==================== design 1
design_1/class_map.png
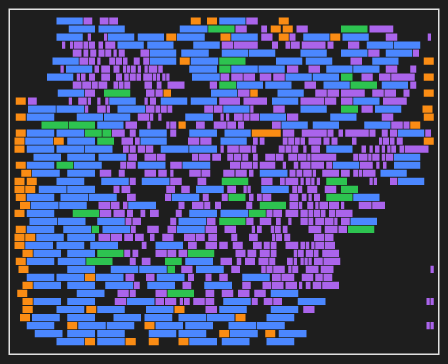

==> config.mk <==
export PLATFORM = sky130hd
export DESIGN_NAME = zx_key_decoder
export DESIGN_NICKNAME = d
export VERILOG_FILES = /design/src/rtl/zx_key_decoder.sv
export SDC_FILE = /design/constraint.sdc
export NUM_CORES = 1
export LEC_CHECK = 0
export CAP_MARGIN = 20
export CORE_ASPECT_RATIO = 0.8
export CORE_UTILIZATION = 53
export DETAILED_ROUTE_END_ITERATION = 8
export HOLD_SLACK_MARGIN = 0.08
export PLACE_DENSITY = 0.8
export SYNTH_ARGS = -nofsm -noshare
export SYNTH_HDL_FRONTEND = slang
export SYNTH_SLANG_ARGS = --single-unit
==> constraint.sdc <==
create_clock -name clk -period 14.7 [get_ports clk]
set_clock_uncertainty 0.15 [all_clocks]
set_input_delay 2.94 -clock clk [delete_from_list [all_inputs] [get_ports clk]]
set_output_delay 2.94 -clock clk [all_outputs]
set_load 0.01 [all_outputs]
==> src/rtl/zx_key_decoder.sv <==
// zx_key_decoder: watches the eight active-low ZX half-row buses, debounces
// them, encodes each distinct keypress into a 16-bit sequence code
// {row, mod, cols} and queues the codes in a small first-word-fall-through FIFO.
module zx_key_decoder #(
    parameter int CLK_FREQ       = 27000000,
    parameter int DEBOUNCE_TICKS = CLK_FREQ / 1000 * 5,
    parameter int FIFO_DEPTH     = 4
) (
    input  logic        clk,
    input  logic        reset,
    input  logic [4:0]  key_0,
    input  logic [4:0]  key_1,
    input  logic [4:0]  key_2,
    input  logic [4:0]  key_3,
    input  logic [4:0]  key_4,
    input  logic [4:0]  key_5,
    input  logic [4:0]  key_6,
    input  logic [4:0]  key_7,
    output logic [15:0] code_out,
    output logic        code_valid,
    input  logic        code_ready,
    output logic        ghost,
    output logic        overflow,
    output logic        busy
);
    localparam int PW = $clog2(FIFO_DEPTH);
    localparam int CW = PW + 1;
    localparam int TW = $clog2(DEBOUNCE_TICKS);
    localparam logic [39:0] ALL_UP = '1;

    typedef enum logic [1:0] {IDLE, DEB_PRESS, HELD, DEB_REL} state_t;

    logic [39:0]   key_bus;
    logic [39:0]   sync1_reg, sync2_reg, snap;
    logic [39:0]   cand_reg, cand_next;
    logic [TW-1:0] timer_reg, timer_next;
    state_t        state_reg, state_next;
    logic          timer_done, snap_up;

    assign key_bus = {key_7, key_6, key_5, key_4, key_3, key_2, key_1, key_0};
    assign snap    = sync2_reg;
    assign snap_up = (snap == ALL_UP);
    assign timer_done = (timer_reg == TW'(DEBOUNCE_TICKS - 1));

    // Two-stage synchroniser for the asynchronous key buses
    always_ff @(posedge clk or posedge reset) begin
        if (reset) begin
            sync1_reg <= ALL_UP;
            sync2_reg <= ALL_UP;
        end else begin
            sync1_reg <= key_bus;
            sync2_reg <= sync1_reg;
        end
    end

    // ---------------- decode of the debounced candidate ----------------
    logic        cs, ss;
    logic [39:0] masked;
    logic [7:0]  row_hit;
    logic [4:0]  row_cols [8];
    logic [3:0]  hit_count;
    logic [2:0]  hit_idx;
    logic [15:0] decoded_code;

    assign cs = ~cand_reg[0];
    assign ss = ~cand_reg[36];
    // Shift keys are removed so they never count as a row of their own
    assign masked = cand_reg | {3'b000, ss, 35'd0, cs};

    genvar gi;
    generate
        for (gi = 0; gi < 8; gi++) begin : g_rows
            assign row_cols[gi] = masked[gi*5 +: 5];
            assign row_hit[gi]  = ~&masked[gi*5 +: 5];
        end
    endgenerate

    // Count non-shift rows and pick the (single) active one
    always_comb begin
        hit_count = '0;
        hit_idx   = '0;
        for (int i = 0; i < 8; i++) begin
            if (row_hit[i]) begin
                hit_count = hit_count + 4'd1;
                hit_idx   = 3'(i);
            end
        end
    end

    // Build the sequence code; shift-only presses map to fixed codes
    always_comb begin
        decoded_code = '0;
        if (hit_count == 4'd1)
            decoded_code = {5'd0, hit_idx, 1'b0, cs, ss, row_cols[hit_idx]};
        else if (cs && ss)
            decoded_code = 16'h003E;
        else if (cs)
            decoded_code = 16'h001E;
        else
            decoded_code = 16'h071D;
    end

    // ---------------- debounce FSM ----------------
    logic push_req, ghost_next;

    // FSM state, candidate pattern and stability timer
    always_ff @(posedge clk or posedge reset) begin
        if (reset) begin
            state_reg <= IDLE;
            cand_reg  <= ALL_UP;
            timer_reg <= '0;
        end else begin
            state_reg <= state_next;
            cand_reg  <= cand_next;
            timer_reg <= timer_next;
        end
    end

    // Next-state logic; a code is issued once per full press/release cycle
    always_comb begin
        state_next = state_reg;
        cand_next  = cand_reg;
        timer_next = timer_reg;
        push_req   = 1'b0;
        ghost_next = 1'b0;
        case (state_reg)
            IDLE: begin
                if (!snap_up) begin
                    state_next = DEB_PRESS;
                    cand_next  = snap;
                    timer_next = '0;
                end
            end
            DEB_PRESS: begin
                if (snap_up) begin
                    state_next = IDLE;
                end else if (snap != cand_reg) begin
                    cand_next  = snap;
                    timer_next = '0;
                end else if (timer_done) begin
                    state_next = HELD;
                    if (hit_count > 4'd1) ghost_next = 1'b1;
                    else                  push_req   = 1'b1;
                end else begin
                    timer_next = timer_reg + 1'b1;
                end
            end
            HELD: begin
                if (snap_up) begin
                    state_next = DEB_REL;
                    timer_next = '0;
                end
            end
            DEB_REL: begin
                if (!snap_up)        state_next = HELD;
                else if (timer_done) state_next = IDLE;
                else                 timer_next = timer_reg + 1'b1;
            end
            default: state_next = IDLE;
        endcase
    end

    // ---------------- code FIFO ----------------
    logic [15:0]   mem_reg [FIFO_DEPTH];
    logic [PW-1:0] wr_ptr_reg, rd_ptr_reg;
    logic [CW-1:0] count_reg;
    logic          ghost_reg, overflow_reg;
    logic          full, do_pop, do_push;

    assign full    = (count_reg == CW'(FIFO_DEPTH));
    assign do_pop  = code_valid && code_ready;
    assign do_push = push_req && (!full || do_pop);

    // FIFO storage, pointers, occupancy and the status flags
    always_ff @(posedge clk or posedge reset) begin
        if (reset) begin
            for (int i = 0; i < FIFO_DEPTH; i++) mem_reg[i] <= '0;
            wr_ptr_reg   <= '0;
            rd_ptr_reg   <= '0;
            count_reg    <= '0;
            ghost_reg    <= 1'b0;
            overflow_reg <= 1'b0;
        end else begin
            ghost_reg <= ghost_next;
            if (push_req && full && !do_pop) overflow_reg <= 1'b1;
            if (do_push) begin
                mem_reg[wr_ptr_reg] <= decoded_code;
                wr_ptr_reg          <= wr_ptr_reg + 1'b1;
            end
            if (do_pop) rd_ptr_reg <= rd_ptr_reg + 1'b1;
            if (do_push && !do_pop)      count_reg <= count_reg + 1'b1;
            else if (do_pop && !do_push) count_reg <= count_reg - 1'b1;
        end
    end

    assign code_valid = (count_reg != '0);
    assign code_out   = code_valid ? mem_reg[rd_ptr_reg] : 16'h0000;
    assign ghost      = ghost_reg;
    assign overflow   = overflow_reg;
    assign busy       = (state_reg != IDLE);

endmodule

==================== design 2
$ cat config.mk
export PLATFORM = sky130hd
export DESIGN_NAME = mem_arbiter
export DESIGN_NICKNAME = d
export VERILOG_FILES = /design/src/rtl/mem_arbiter.sv
export SDC_FILE = /design/constraint.sdc
export NUM_CORES = 1
export LEC_CHECK = 0
export CELL_PAD_IN_SITES_DETAIL_PLACEMENT = 0
export CELL_PAD_IN_SITES_GLOBAL_PLACEMENT = 1
export CORE_AREA = 2 2 204 206
export DETAILED_ROUTE_END_ITERATION = 8
export DIE_AREA = 0 0 206 208
export GPL_TIMING_DRIVEN = 0
export PLACE_DENSITY = 0.64
export SYNTH_ARGS = -nofsm -noshare
export SYNTH_HDL_FRONTEND = slang
export SYNTH_SLANG_ARGS = --single-unit
$ cat constraint.sdc
create_clock -name clk -period 1.5 [get_ports clk]
set_clock_uncertainty 0.1 [all_clocks]
set_input_delay 0.375 -clock clk [delete_from_list [all_inputs] [get_ports clk]]
set_output_delay 0.375 -clock clk [all_outputs]
set_load 0.03 [all_outputs]
$ cat src/rtl/mem_arbiter.sv
// mem_arbiter: shares one memory port between instruction fetch (imem_*) and load/store (dmem_*).
// The data side wins ties. Only one transaction can be outstanding at a time, and its response
// is routed back to the requester that owns it.
// Optional feature macro MEM_ARB_FAIR_EN: after MAX_DSTREAK consecutive data grants made while a
// fetch was waiting, the next grant is forced to the fetch side.
module mem_arbiter #(
  parameter int ADDR_W      = 64,
  parameter int DATA_W      = 64,
  parameter int MAX_DSTREAK = 4
) (
  input  logic              clk,
  input  logic              rst,
  input  logic [ADDR_W-1:0] imem_addr,
  input  logic              imem_addr_valid,
  input  logic              imem_flush,
  output logic [DATA_W-1:0] imem_data,
  output logic              imem_data_valid,
  input  logic [ADDR_W-1:0] dmem_addr,
  input  logic              dmem_addr_valid,
  input  logic              dmem_we,
  input  logic [DATA_W-1:0] dmem_wdata,
  output logic [DATA_W-1:0] dmem_data,
  output logic              dmem_data_valid,
  output logic [ADDR_W-1:0] mem_addr,
  output logic              mem_req,
  output logic              mem_we,
  output logic [DATA_W-1:0] mem_wdata,
  input  logic [DATA_W-1:0] mem_rdata,
  input  logic              mem_ready
);

  typedef enum logic [1:0] {IDLE = 2'd0, IBUSY = 2'd1, DBUSY = 2'd2} state_t;

  state_t              state_q, state_d;
  logic                grant_i, grant_d;
  logic                fair_force;
  logic                drop_q, drop_d;
  logic [ADDR_W-1:0]   mem_addr_q, mem_addr_d;
  logic                mem_req_q, mem_req_d;
  logic                mem_we_q, mem_we_d;
  logic [DATA_W-1:0]   mem_wdata_q, mem_wdata_d;
  logic                done;

  // A completion only counts while a request is actually on the port
  assign done = mem_req_q && mem_ready;

`ifdef MEM_ARB_FAIR_EN
  localparam int SW = $clog2(MAX_DSTREAK + 1);
  localparam logic [SW-1:0] STREAK_MAX = SW'(MAX_DSTREAK);

  logic [SW-1:0] streak_q, streak_d;

  assign fair_force = imem_addr_valid && (streak_q == STREAK_MAX);

  // Count data grants that overtook a waiting fetch; any fetch grant restarts the streak
  always_comb begin
    streak_d = streak_q;
    if (grant_i) begin
      streak_d = '0;
    end else if (grant_d && imem_addr_valid && (streak_q != STREAK_MAX)) begin
      streak_d = streak_q + 1'b1;
    end
  end

  // Streak counter register
  always_ff @(posedge clk) begin
    if (rst) streak_q <= '0;
    else     streak_q <= streak_d;
  end
`else
  // Strict data priority: the streak limit has no effect in this build
  logic unused_max_dstreak;
  assign unused_max_dstreak = ^(32'(MAX_DSTREAK));
  assign fair_force = 1'b0;
`endif

  // Next-state: arbitrate in IDLE, wait for the port to complete while busy
  always_comb begin
    state_d = state_q;
    grant_i = 1'b0;
    grant_d = 1'b0;
    case (state_q)
      IDLE: begin
        if (fair_force) begin
          grant_i = 1'b1;
          state_d = IBUSY;
        end else if (dmem_addr_valid) begin
          grant_d = 1'b1;
          state_d = DBUSY;
        end else if (imem_addr_valid) begin
          grant_i = 1'b1;
          state_d = IBUSY;
        end
      end
      IBUSY, DBUSY: begin
        if (done) state_d = IDLE;
      end
      default: state_d = IDLE;
    endcase
  end

  // Port request fields are captured from the winner at grant and held until completion;
  // a flushed fetch keeps running on the port but its response is dropped
  always_comb begin
    mem_addr_d  = mem_addr_q;
    mem_we_d    = mem_we_q;
    mem_wdata_d = mem_wdata_q;
    mem_req_d   = (state_d != IDLE);
    if (grant_d) begin
      mem_addr_d  = dmem_addr;
      mem_we_d    = dmem_we;
      mem_wdata_d = dmem_wdata;
    end else if (grant_i) begin
      mem_addr_d  = imem_addr;
      mem_we_d    = 1'b0;
    end
    drop_d = (state_q == IBUSY && state_d == IBUSY) ? (drop_q | imem_flush) : 1'b0;
  end

  // State and port registers
  always_ff @(posedge clk) begin
    if (rst) begin
      state_q     <= IDLE;
      drop_q      <= 1'b0;
      mem_req_q   <= 1'b0;
      mem_we_q    <= 1'b0;
      mem_addr_q  <= '0;
      mem_wdata_q <= '0;
    end else begin
      state_q     <= state_d;
      drop_q      <= drop_d;
      mem_req_q   <= mem_req_d;
      mem_we_q    <= mem_we_d;
      mem_addr_q  <= mem_addr_d;
      mem_wdata_q <= mem_wdata_d;
    end
  end

  // Response strobes: route completion to the owner; a reset in the completion cycle abandons it
  always_comb begin
    imem_data_valid = 1'b0;
    dmem_data_valid = 1'b0;
    if (!rst && done) begin
      if (state_q == IBUSY) imem_data_valid = !drop_q && !imem_flush;
      if (state_q == DBUSY) dmem_data_valid = 1'b1;
    end
  end

  assign imem_data = mem_rdata;
  assign dmem_data = mem_rdata;
  assign mem_addr  = mem_addr_q;
  assign mem_req   = mem_req_q;
  assign mem_we    = mem_we_q;
  assign mem_wdata = mem_wdata_q;

endmodule

==================== design 3
<file path="src/rtl/mux2_1_rr_pkg.sv">
// Shared select-tag constants for the 2-to-1 round-robin stream combiner.
// The tag values match the select input of the companion 1-to-2 demultiplexer.
package mux_pkg;

   localparam logic SEL_CH0 = 1'b0;
   localparam logic SEL_CH1 = 1'b1;

   // Reset to ch1 so that ch0 wins the first contention after reset.
   localparam logic LAST_GRANT_RST = SEL_CH1;

endpackage : mux_pkg

</file>
<file path="src/rtl/mux2_1_rr_arb2.sv">
// Two-requester round-robin arbiter, purely combinational.
// On contention, the requester that did not win the last transfer is granted.
import mux_pkg::*;

module rr_arb2 (
   input  logic req0,
   input  logic req1,
   input  logic last,
   output logic gnt0,
   output logic gnt1
);

   always_comb begin
      gnt0 = 1'b0;
      gnt1 = 1'b0;
      if (req0 && req1) begin
         gnt0 = (last == SEL_CH1);
         gnt1 = (last == SEL_CH0);
      end else begin
         gnt0 = req0;
         gnt1 = req1;
      end
   end

endmodule : rr_arb2

</file>
<file path="src/rtl/mux2_1_rr.sv">
// Two-channel valid/ready combiner: round-robin arbitration into a one-entry
// tagged output buffer, plus saturating per-channel beat counters.
import mux_pkg::*;

module mux2_1_rr #(
   parameter int WIDTH = 8,
   parameter int CNT_W = 8
) (
   input  logic             clk,
   input  logic             rst_n,
   input  logic [WIDTH-1:0] i0_data,
   input  logic             i0_valid,
   output logic             i0_ready,
   input  logic [WIDTH-1:0] i1_data,
   input  logic             i1_valid,
   output logic             i1_ready,
   output logic [WIDTH-1:0] y_data,
   output logic             y_sel,
   output logic             y_valid,
   input  logic             y_ready,
   output logic [CNT_W-1:0] cnt0,
   output logic [CNT_W-1:0] cnt1
);

   logic [WIDTH-1:0] y_data_reg;
   logic             y_sel_reg;
   logic             y_valid_reg;
   logic             last_grant_reg;
   logic [CNT_W-1:0] cnt_reg [2];

   logic             load_en;
   logic             gnt0;
   logic             gnt1;
   logic [1:0]       take;

   rr_arb2 u_arb (
      .req0 (i0_valid),
      .req1 (i1_valid),
      .last (last_grant_reg),
      .gnt0 (gnt0),
      .gnt1 (gnt1)
   );

   // Buffer refills in the same cycle it drains; readies stay low during reset.
   assign load_en  = !y_valid_reg || y_ready;
   assign i0_ready = rst_n & load_en & gnt0;
   assign i1_ready = rst_n & load_en & gnt1;
   assign take     = {i1_valid & i1_ready, i0_valid & i0_ready};

   always_ff @(posedge clk) begin
      if (!rst_n) begin
         y_data_reg     <= '0;
         y_sel_reg      <= SEL_CH0;
         y_valid_reg    <= 1'b0;
         last_grant_reg <= LAST_GRANT_RST;
      end else if (take[0]) begin
         y_data_reg     <= i0_data;
         y_sel_reg      <= SEL_CH0;
         y_valid_reg    <= 1'b1;
         last_grant_reg <= SEL_CH0;
      end else if (take[1]) begin
         y_data_reg     <= i1_data;
         y_sel_reg      <= SEL_CH1;
         y_valid_reg    <= 1'b1;
         last_grant_reg <= SEL_CH1;
      end else if (y_ready) begin
         // Drain without refill: data and tag keep their stale values.
         y_valid_reg    <= 1'b0;
      end
   end

   genvar gi;
   generate
      for (gi = 0; gi < 2; gi++) begin : g_cnt
         always_ff @(posedge clk) begin
            if (!rst_n) begin
               cnt_reg[gi] <= '0;
            end else if (take[gi] && (cnt_reg[gi] != {CNT_W{1'b1}})) begin
               cnt_reg[gi] <= cnt_reg[gi] + 1'b1;
            end
         end
      end
   endgenerate

   assign y_data  = y_data_reg;
   assign y_sel   = y_sel_reg;
   assign y_valid = y_valid_reg;
   assign cnt0    = cnt_reg[0];
   assign cnt1    = cnt_reg[1];

endmodule : mux2_1_rr

</file>
<file path="config.mk">
export PLATFORM = sky130hd
export DESIGN_NAME = mux2_1_rr
export DESIGN_NICKNAME = d
export VERILOG_FILES = /design/src/rtl/mux2_1_rr_pkg.sv /design/src/rtl/mux2_1_rr_arb2.sv /design/src/rtl/mux2_1_rr.sv
export SDC_FILE = /design/constraint.sdc
export NUM_CORES = 1
export LEC_CHECK = 0
export ABC_AREA = 1
export CAP_MARGIN = 10
export CORE_MARGIN = 1.5
export CORE_UTILIZATION = 25
export DETAILED_ROUTE_END_ITERATION = 10
export SLEW_MARGIN = 20
export SYNTH_ARGS = -nofsm -noshare
export SYNTH_HDL_FRONTEND = slang
export SYNTH_SLANG_ARGS = --single-unit
</file>
<file path="constraint.sdc">
create_clock -name clk -period 2.6 [get_ports clk]
set_clock_uncertainty 0.05 [all_clocks]
set_input_delay 0.26 -clock clk [delete_from_list [all_inputs] [get_ports clk]]
set_output_delay 0.26 -clock clk [all_outputs]
set_load 0.05 [all_outputs]
</file>
==================== design 4
==> src/rtl/rtc_alarm_pkg.sv <==
// Purpose: shared constants, alarm mode type and status-width helper for the RTC timebase core.
// Latency: n/a (declarations only).
// Backpressure: n/a.
package rtc_alarm_pkg;

    // Bit map of the interrupt status / enable vectors.
    localparam int ISTA_TICK      = 0;
    localparam int ISTA_OV        = 1;
    localparam int ISTA_ALRM_BASE = 2;

    typedef enum logic {
        ALRM_ONESHOT  = 1'b0,
        ALRM_PERIODIC = 1'b1
    } alrm_mode_e;

    // Two fixed status bits (tick, overflow) followed by one bit per alarm channel.
    function automatic int ista_width(input int num_alrm);
        return num_alrm + ISTA_ALRM_BASE;
    endfunction

endpackage

==> src/rtl/rtc_prescaler.sv <==
// Purpose: free-running prescaler; emits tick_int once every pscr_i+1 enabled cycles.
// Latency: tick_int is combinational from the pcnt flop; clear takes effect next edge.
// Backpressure: none; en_i gates counting, clr_i restarts the period.
//
// Ports: clk_i/rst_n_i clock and async active-low reset; en_i enable level;
//        clr_i restart strobe (counter load); pscr_i divide value; tick_int event out.
module rtc_prescaler #(
    parameter int PSCR_WIDTH = 20
) (
    input  logic                  clk_i,
    input  logic                  rst_n_i,
    input  logic                  en_i,
    input  logic                  clr_i,
    input  logic [PSCR_WIDTH-1:0] pscr_i,
    output logic                  tick_int
);

    logic [PSCR_WIDTH-1:0] pcnt_q;

    // >= rather than == so that lowering pscr_i below the running count
    // ends the current period immediately instead of waiting for a wrap.
    assign tick_int = en_i && (pcnt_q >= pscr_i);

    always_ff @(posedge clk_i or negedge rst_n_i) begin
        if (!rst_n_i) begin
            pcnt_q <= '0;
        end else if (clr_i) begin
            pcnt_q <= '0;
        end else if (en_i) begin
            if (pcnt_q >= pscr_i) begin
                pcnt_q <= '0;
            end else begin
                pcnt_q <= pcnt_q + PSCR_WIDTH'(1);
            end
        end
    end

endmodule

==> src/rtl/rtc_alarm_core.sv <==
// Purpose: RTC timebase: prescaler, wrapping counter, NUM_ALRM one-shot/periodic alarms, W1C status.
// Latency: tick period pscr_i+1 cycles; event to ista_o/tick_o/irq_o is one cycle.
// Backpressure: none; every strobe is accepted in the cycle it is presented.
//
// Ports: en_i/pscr_i timebase control; cnt_wr_i/cnt_wdata_i counter load;
//        alrm_wr_i/alrm_wdata_i/alrm_mode_i per-channel alarm load; ie_i enables;
//        ista_clr_i W1C clears; cnt_o count; ista_o status; tick_o tick pulse; irq_o interrupt.
module rtc_alarm_core
    import rtc_alarm_pkg::*;
#(
    parameter int CNT_WIDTH  = 32,
    parameter int PSCR_WIDTH = 20,
    parameter int NUM_ALRM   = 4
) (
    input  logic                            clk_i,
    input  logic                            rst_n_i,
    input  logic                            en_i,
    input  logic [PSCR_WIDTH-1:0]           pscr_i,
    input  logic                            cnt_wr_i,
    input  logic [CNT_WIDTH-1:0]            cnt_wdata_i,
    input  logic [NUM_ALRM-1:0]             alrm_wr_i,
    input  logic [CNT_WIDTH-1:0]            alrm_wdata_i,
    input  logic [NUM_ALRM-1:0]             alrm_mode_i,
    input  logic [ista_width(NUM_ALRM)-1:0] ie_i,
    input  logic [ista_width(NUM_ALRM)-1:0] ista_clr_i,
    output logic [CNT_WIDTH-1:0]            cnt_o,
    output logic [ista_width(NUM_ALRM)-1:0] ista_o,
    output logic                            tick_o,
    output logic                            irq_o
);

    localparam int IW = ista_width(NUM_ALRM);

    logic                 tick_int;
    logic                 tick_acc;
    logic [CNT_WIDTH-1:0] cnt_q;
    logic [CNT_WIDTH-1:0] cnt_nxt;
    logic [IW-1:0]        ista_q;
    logic [IW-1:0]        ista_set;
    logic                 tick_q;
    logic [NUM_ALRM-1:0]  alrm_hit;

    rtc_prescaler #(
        .PSCR_WIDTH (PSCR_WIDTH)
    ) u_prescaler (
        .clk_i    (clk_i),
        .rst_n_i  (rst_n_i),
        .en_i     (en_i),
        .clr_i    (cnt_wr_i),
        .pscr_i   (pscr_i),
        .tick_int (tick_int)
    );

    // A counter load swallows a coincident tick along with its overflow/alarm side effects.
    assign tick_acc = tick_int & ~cnt_wr_i;
    assign cnt_nxt  = cnt_q + CNT_WIDTH'(1);

    always_ff @(posedge clk_i or negedge rst_n_i) begin
        if (!rst_n_i) begin
            cnt_q  <= '0;
            tick_q <= 1'b0;
        end else begin
            tick_q <= tick_acc;
            if (cnt_wr_i) begin
                cnt_q <= cnt_wdata_i;
            end else if (tick_acc) begin
                cnt_q <= cnt_nxt;
            end
        end
    end

    always_comb begin
        ista_set                              = '0;
        ista_set[ISTA_TICK]                   = tick_acc;
        ista_set[ISTA_OV]                     = tick_acc & (&cnt_q);
        ista_set[IW-1:ISTA_ALRM_BASE]         = alrm_hit;
    end

    // Set wins over a same-cycle clear so no event is ever lost.
    always_ff @(posedge clk_i or negedge rst_n_i) begin
        if (!rst_n_i) begin
            ista_q <= '0;
        end else begin
            ista_q <= (ista_q & ~ista_clr_i) | ista_set;
        end
    end

    for (genvar k = 0; k < NUM_ALRM; k++) begin : g_alrm
        logic [CNT_WIDTH-1:0] cmp_q;
        logic [CNT_WIDTH-1:0] period_q;
        logic                 armed_q;
        alrm_mode_e           mode_q;
        alrm_mode_e           mode_in;

        assign mode_in = alrm_mode_e'(alrm_mode_i[k]);

        // Compare against the post-increment count so the status bit lands
        // on the same edge that cnt_o shows the matching value. A load on
        // this channel in the same cycle discards the match.
        assign alrm_hit[k] = tick_acc & armed_q & (cnt_nxt == cmp_q) & ~alrm_wr_i[k];

        always_ff @(posedge clk_i or negedge rst_n_i) begin
            if (!rst_n_i) begin
                cmp_q    <= '0;
                period_q <= '0;
                armed_q  <= 1'b0;
                mode_q   <= ALRM_ONESHOT;
            end else if (alrm_wr_i[k]) begin
                period_q <= alrm_wdata_i;
                mode_q   <= mode_in;
                if (mode_in == ALRM_PERIODIC) begin
                    // Periodic alarms are relative to the count at load time;
                    // a zero period would never advance, so it stays disarmed.
                    cmp_q   <= cnt_q + alrm_wdata_i;
                    armed_q <= |alrm_wdata_i;
                end else begin
                    cmp_q   <= alrm_wdata_i;
                    armed_q <= 1'b1;
                end
            end else if (alrm_hit[k]) begin
                if (mode_q == ALRM_ONESHOT) begin
                    armed_q <= 1'b0;
                end else begin
                    cmp_q <= cmp_q + period_q;
                end
            end
        end
    end

    assign cnt_o  = cnt_q;
    assign ista_o = ista_q;
    assign tick_o = tick_q;
    assign irq_o  = |(ista_q & ie_i);

endmodule

==> config.mk <==
export PLATFORM = sky130hd
export DESIGN_NAME = rtc_alarm_core
export DESIGN_NICKNAME = d
export VERILOG_FILES = /design/src/rtl/rtc_alarm_pkg.sv /design/src/rtl/rtc_prescaler.sv /design/src/rtl/rtc_alarm_core.sv
export SDC_FILE = /design/constraint.sdc
export NUM_CORES = 1
export LEC_CHECK = 0
export ABC_AREA = 1
export CAP_MARGIN = 20
export CORE_UTILIZATION = 50
export DETAILED_ROUTE_END_ITERATION = 10
export PLACE_DENSITY = 0.68
export REMOVE_ABC_BUFFERS = 1
export SLEW_MARGIN = 20
export SYNTH_ARGS = -nofsm -noshare
export SYNTH_HDL_FRONTEND = slang
export SYNTH_HIERARCHICAL = 1
export SYNTH_SLANG_ARGS = --single-unit
==> constraint.sdc <==
create_clock -name clk_i -period 4.6 [get_ports clk_i]
set_input_delay 0.46 -clock clk_i [delete_from_list [all_inputs] [get_ports clk_i]]
set_output_delay 0.46 -clock clk_i [all_outputs]
set_load 0.01 [all_outputs]
design_2/sizing.png
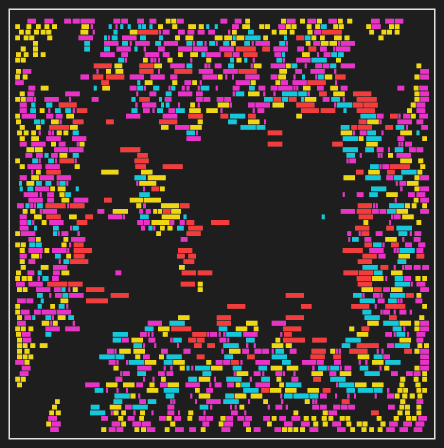
Cyan is x2, cells 223, share 17%. Yellow is x3 and x4, cells 404, share 30%. Red is x6 and larger, cells 139, share 10%. Magenta is x1 and smaller, cells 570, share 43%.
Signal buffers: 691
Layout area overhead: 124.4%
final setup margin: -373.3 ps

==> results.cfg, design 2 <==
; implementation run metrics
[routing]
wl_per_cell_um = 17.41
wirelength_um = 32520

[final_timing]
setup_viol = 135
fin_setup_tns_ps = -25980
max_freq_mhz = 533.8
period_minus_slack_ps = 1873
fin_ws_ps = -373.3

[cells_and_area]
lay_top_cells = 254 x buf_4, 195 x clkdlybuf4s50_1, 131 x nor2_1
sh_seq_area_pct = 18.11
comb_cells = 479
logic_area_um2 = 4086
layout_top_cell = buf_4

[cts]
clkLatencyLatePin_ps = 430
path_clk_slew_ps = 60

[critical_path]
cp-start-kind = register
startpoint = state_q[0]$_SDFF_PP0_

[grt]
antenna_found_initial = 1

[synthesis]
synthSimpleGateAreaFrac_pct = 34.67
top_logic_kind = simple AND/OR/NAND/NOR gates
synth-seq-cells = 133
synth_adder_area_share_pct = 0.9304
mux_area_share_pct = 0

[outcome]
violations = setup timing
outcome = finished with violations

[power]
clk-power_mw = 4.48

[floorplanning]
core_area_um2 = 40550
==> design 2: how the worst min path moves through the flow <==
stage	from	to	depth (start not counted)
2_1_floorplan	dmem_wdata[0]	mem_wdata[0]$_SDFFE_PP0P_	2
3_3_place_gp	mem_wdata[6]$_SDFFE_PP0P_	mem_wdata[6]$_SDFFE_PP0P_	2
3_5_place_dp	mem_wdata[34]$_SDFFE_PP0P_	mem_wdata[34]$_SDFFE_PP0P_	2
4_1_cts	rst	mem_we$_SDFFE_PP0P_	3
5_1_grt	rst	mem_wdata[2]$_SDFFE_PP0P_	3
6_report	rst	mem_wdata[2]$_SDFFE_PP0P_	3
==> design 2: worst register-to-register path, cell delays in order, from the launching register on <==
cell,delay (ps)
dfxtp_4,360
inv_4,50
buf_6,120
ha_4,150
and3b_2,270
buf_12,180
buf_12,130
buf_12,130
nor3_4,160
nor4_2,50
==> design 2: repair_timing <==
action                     4_1_cts  5_1_grt
pin swaps                       27      119
setup endpoints to repair      392      280
gates resized                  967      461
cloned                          21        3
setup buffers                   28       16
hold buffers                     0        0
==> design 2: registers in the layout, summed over array words and instances, names as in the netlist <==
name	flops
mem_req	1
drop_q	1
mem_wdata	64
mem_addr	64
mem_we	1
state_q	2
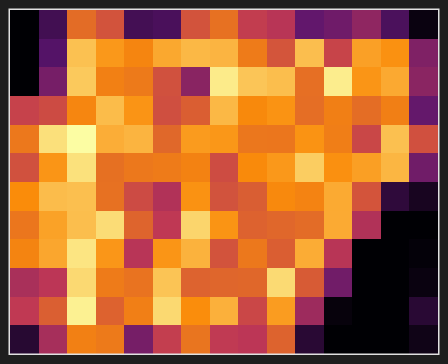
design_1/util_map.png
The die is cut into 15 by 12 equal tiles; black is low, pale yellow is high, 0 to 100% covered.
8.9% of the tiles are nearly empty. The mean over all tiles is 58%. The fullest tile reaches 100%. The emptiest ninth of the die: south-east. 33% of the tiles are over 75% full.
fin util: 63.70%
core area: 15900 um2
fp util: 54.72%

## Picture notes: design_1/class_map.png
Purple is remaining logic cells, cells 466, share of their area 38%. Orange is remaining buffers and delay cells, cells 60, share of their area 6.2%. Green is clock drivers and dummy loads, cells 32, share of their area 6.5%. Blue is registers, cells 189, share of their area 49%.
final instance area: 10130 um2
num rows: 41
flop share of the area: 48.17%

==> results.cfg, design 1 <==
; implementation run metrics
[power]
p_switching_mw = 0.3125
pwr_density_cell_nw_per_um2 = 113.0
clk-power_mw = 0.475
maxPowerGroup = registers
power.total_mw = 1.144

[cells_and_area]
fin_nets = 791
post_route_cells_drive_above_1_share_pct = 36.55

[grt]
first_global_vias = 5591
antenna_found_initial = 0
grt_overflow = 0

[synthesis]
common_cells = 120 x dfstp_2, 79 x mux2_2, 69 x dfrtp_1
yosys_cells = 673
synth-edff-count = 0
synth_adder_area_share_pct = 2.099
yosys_warnings = 0
synthCells = 673

[critical_path]
worst_r2r_endpoint = count_reg[2]$_DFFE_PP0P_
cp.arrival_ps = 6920
crit_type = reg -> reg
r2r_start = cand_reg[5]$_DFFE_PP1P_
reg2reg_depth = 27
r2r_slack_ps = 7990

[routing]
met1_length_um = 8331
dr.pass1.iters = 5
ant_nets = 0
wirelength_um = 18230
vias_per_cell = 5.809
wl_met2_um = 8791

[hold_path]
hp-start = sync1_reg[23]$_DFF_PP1_

[final_timing]
period_minus_slack_ps = 6712

[outcome]
outcome = finished clean

[placed_design]
port_buffers = 56

[cts]
root_buffer = clkbuf_16
design 1: area by class of cell:
| class | instances | area (um2) | area share (%) |
|---|---|---|---|
| Sequential cell | 189 | 4880 | 48.17 |
| Multi-Input combinational cell | 446 | 3652 | 36.05 |
| Timing Repair Buffer | 60 | 610.6 | 6.028 |
| Clock buffer | 17 | 425.4 | 4.200 |
| Tap cell | 215 | 269.0 | 2.656 |
| Clock inverter | 15 | 212.7 | 2.100 |
| Inverter | 20 | 80.08 | 0.7905 |
design 1: layout by cell type (no fill, tap or decap), types with 10 or more instances in the layout:
master and instances:
dfstp_2 120, mux2_2 79, dfrtp_1 69, clkdlybuf4s50_1 56, xor2_1 54, nor2_1 30
nand4_1 22, nand2_1 22, o21ai_0 22, clkbuf_16 17, inv_1 16, nand3_1 15
nor4_1 14, and2_1 13, ha_1 13, xnor2_1 12, a21oi_1 12, and3_1 11
a31oi_1 10, mux4_2 10
design 1: logic make-up after synthesis:
| group | after synthesis |
|---|---|
| AOI/OAI and AO/OA | 85 |
| adders and majority gates | 14 |
| xor gates and xnor gates | 73 |
| other | 1 |
| DFF | 189 |
| and+or+nand+nor | 173 |
| buffers and inverters | 43 |
| muxes | 95 |
design_3/class_map.png
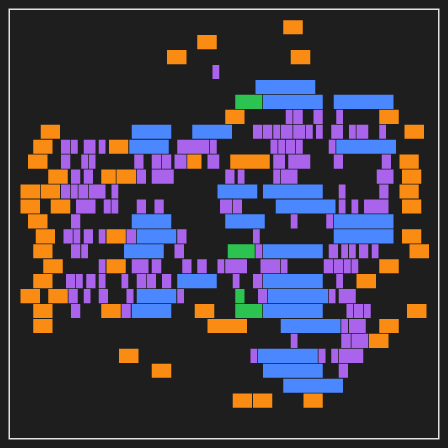
Orange is remaining buffers and delay cells, cells 50, share of their area 27%. Blue is registers, cells 27, share of their area 36%. Purple is remaining logic cells, cells 131, share of their area 35%. Green is clock drivers and dummy loads, cells 4, share of their area 2.4%.
flop share of the area: 34.53%
fin util: 37.08%
num rows: 27
core area: 5473 um2

==> results.cfg, design 3 <==
; implementation run metrics
[outcome]
outcome = finished clean

[final_timing]
fin_ws_ps = 647.0
slew_violations = 0
fin_setup_tns_ps = 0

[cts]
post_cts_resized = 0
clkLatencyLatePin_ps = 270
cts_buffers = 3
post-cts-setup-buffers = 0

[critical_path]
crit_buf_inv = 4
cp_top_family = buffers and inverters
crit_path_max_incr_delay_ps = 540
worst_ep_required_time_ps = 2290
crit_type = in -> out

[power]
leakage_nw = 0.7828

[flow_run]
max_cap_viol_count = 0

[floorplanning]
fp_util_pct = 25.65
die-width_um = 77.94

[synthesis]
synth-edff-count = 16
synthDominantCellAreaShare_pct = 34.22
top_area_cell = edfxtp_1
synthDistinctLibCells = 27
top_logic_kind = simple AND/OR/NAND/NOR gates
mux_area_share_pct = 0
compound_area_share_pct = 9.269
flop_cell = edfxtp_1
ys_area_um2 = 1404

[cells_and_area]
layout_top_cell = clkdlybuf4s50_1
comb_cells = 109
largest_class = sequential cells

[routing]
drt_iter0_markers = 75
-- design 3: power breakdown --
| part | switching (mW) | internal [mW] | leakage (nW) | total, mW |
|---|---|---|---|---|
| clock network | 0.126 | 0.107 | 0.0255 | 0.233 |
| logic | 0.204 | 0.120 | 0.498 | 0.324 |
| registers | 0.0285 | 0.490 | 0.259 | 0.518 |
-- design 3: final timing paths --
kind	cells after the start	startpoint	to	slack, ps
min reg2reg	2	y_data[1]$_SDFFE_PN0P_	y_data[1]$_SDFFE_PN0P_	440
max reg2reg	6	cnt_reg[1][0]$_SDFFCE_PN0P_	cnt_reg[1][4]$_SDFFCE_PN0P_	710
max	6	rst_n	i1_ready	650
min	2	y_data[1]$_SDFFE_PN0P_	y_data[1]$_SDFFE_PN0P_	440
-- design 3: metal layers --
metal,up-vias,global-route usage (%),wire [um]
met2,43,15.74,1239
li1,648,-,-
met1,526,14.74,1491
met4,0,5.357,63
met5,-,0,0
met3,5,4.118,289
-- design 3: per-stage QoR --
step	instances	util (%)
after CTS	284	37.08
after global routing	284	37.08
after floorplan	161	-
final	284	37.08
after detailed placement	280	36.24
after global placement	280	36.24
design_4/util_map.png
The die is cut into 24 by 24 equal tiles; black is low, pale yellow is high, 0 to 100% covered.
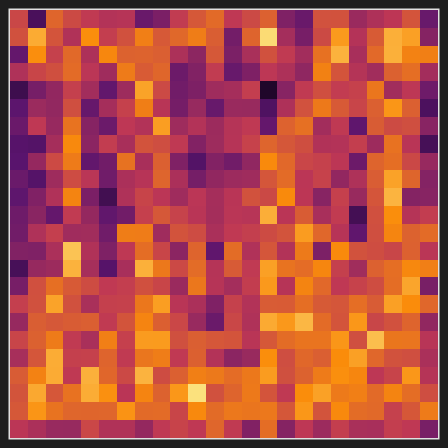
9.4% of the tiles are over 75% full. The mean over all tiles is 54%. The fullest tile reaches 94%.
fp util: 50.75%
core area: 56500 um2
fin util: 57.56%

design_4/sizing.png
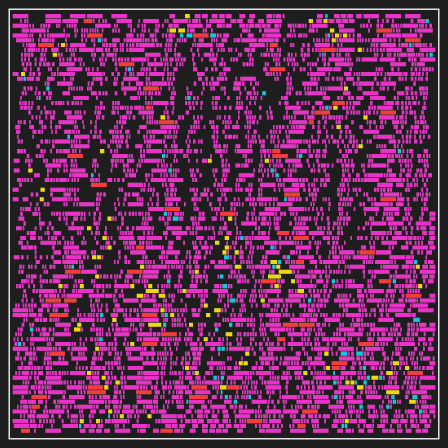
Yellow is x3 and x4, cells 101, share 2.1%. Red is x6 and larger, cells 62, share 1.3%. Magenta is x1 and smaller, cells 4475, share 95%. Cyan is x2, cells 81, share 1.7%.
final instance area: 32520 um2
Signal buffers: 228
Layout area overhead: 13.42%

==> results.cfg, design 4 <==
; implementation run metrics
[power]
maxPowerGroup = combinational cells
comb-power_mw = 5.82
vdd_ir_drop_max_uv = 275.5

[cells_and_area]
instances_no_fill = 5477
lay_top_cells = 1815 x nand2_1, 400 x nand3_1, 367 x inv_1
comb-cell-share_pct = 57.16
comb_cells = 3717
flops = 323

[grt]
antenna_found_initial = 3

[critical_path]
cp_top_family = simple AND/OR/NAND/NOR gates
crit_path_max_incr_delay_ps = 590
r2r_slack_ps = 520
endpoint_kind = register

[hold_path]
hp-class = in -> reg
worstHoldPathCells = 7

[synthesis]
yosys_warnings = 6

[final_timing]
hold_viol_final = 0

[outcome]
outcome = finished clean

[cts]
cts-htree-levels = 2

[placed_design]
place_area_um2 = 31150
design 4: sequential cells by signal (all words and copies together), names as in the netlist:
| name | flops |
|---|---|
| g_alrm.mode_q | 4 |
| cnt_o | 32 |
| u_prescaler/pcnt_q | 20 |
| g_alrm.armed_q | 4 |
| tick_o | 1 |
| ista_o | 6 |
| g_alrm.period_q | 128 |
| g_alrm.cmp_q | 128 |
design 4: worst reg2reg max path: cells and delay by family (launching register included):
family | cells | cell delay (ps)
simple gates | 16 | 3410
flops | 1 | 590
design 4: routing by layer:
layer / track usage, % / part of all wire, % / up-vias
met3: 8.808 / 9.9 / 295
met2: 65.63 / 44 / 1505
met5: 0 / 0.017 / -
li1: - / - / 15250
met4: 22.08 / 5.9 / 4
met1: 53.49 / 40 / 14910
design 4: repair_timing:
item,CTS,global route
gates resized,0,0
hold endpoints to repair,90,0
hold buffers,1,0
design 4: Yosys cell counts (30+ instances only):
cell type / n
nor2_1: 322
nand2_1: 1815
a21oi_1: 253
clkbuf_1: 70
inv_1: 368
nand3b_1: 63
dfrtp_1: 323
xor2_1: 36
nor3_1: 34
o21ai_0: 293
xnor2_1: 31
ha_1: 177
nand3_1: 400
nand4_1: 30


==> notes/layouts.md <==
Pictures saved along the way, in no particular order.

Routing congestion map.
picture 1
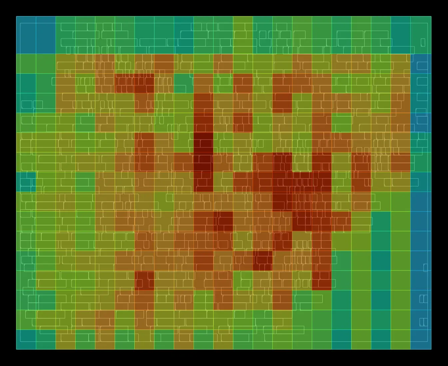
picture 2
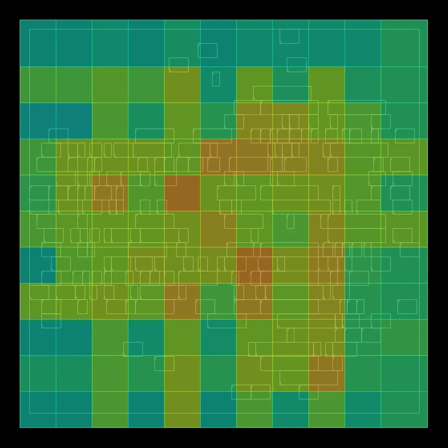
picture 3
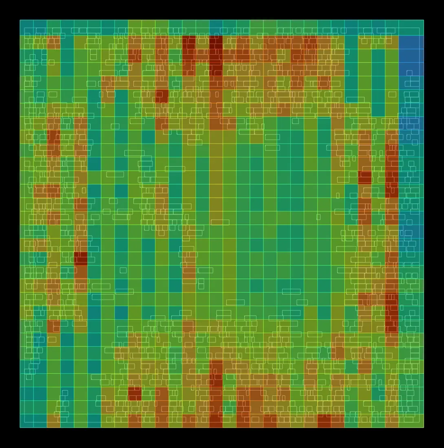
picture 4
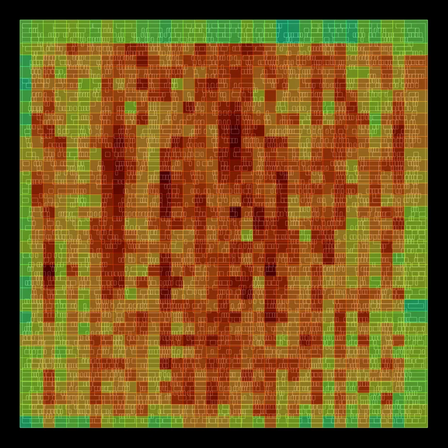
| picture | from |
|---|---|
| picture 1 | design 1 |
| picture 3 | design 2 |
| picture 2 | design 3 |
| picture 4 | design 4 |


## Gallery

Where the registers sit.
(a)
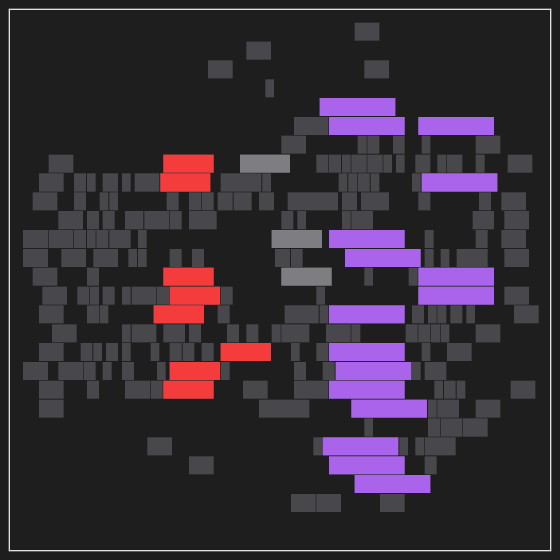
(b)
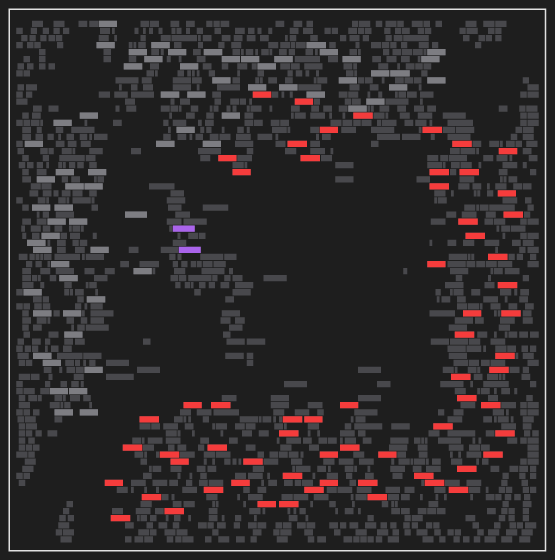
(c)
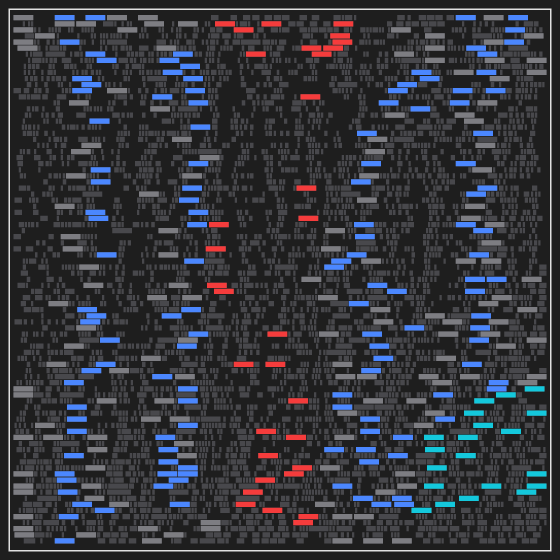
(d)
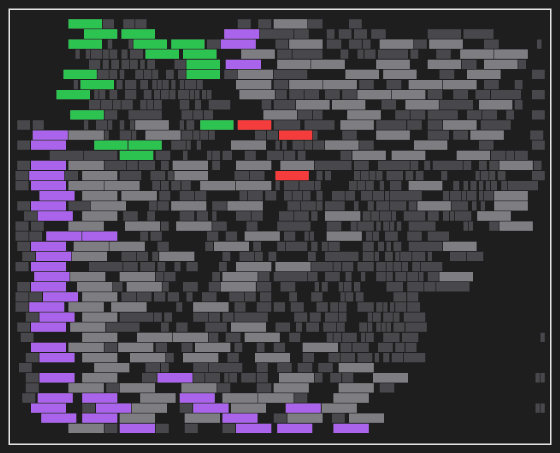
(c) is design 4.
(b) is design 2.
(a) is design 3.
(d) is design 1.
Of these, fewest cells: (a)
Of these, fewest sequential cells: (a)

Key to (a):
Red is y_data, placed flops 8. Purple is cnt_reg, placed flops 16.

Power is estimated from default activity; no workload was simulated.
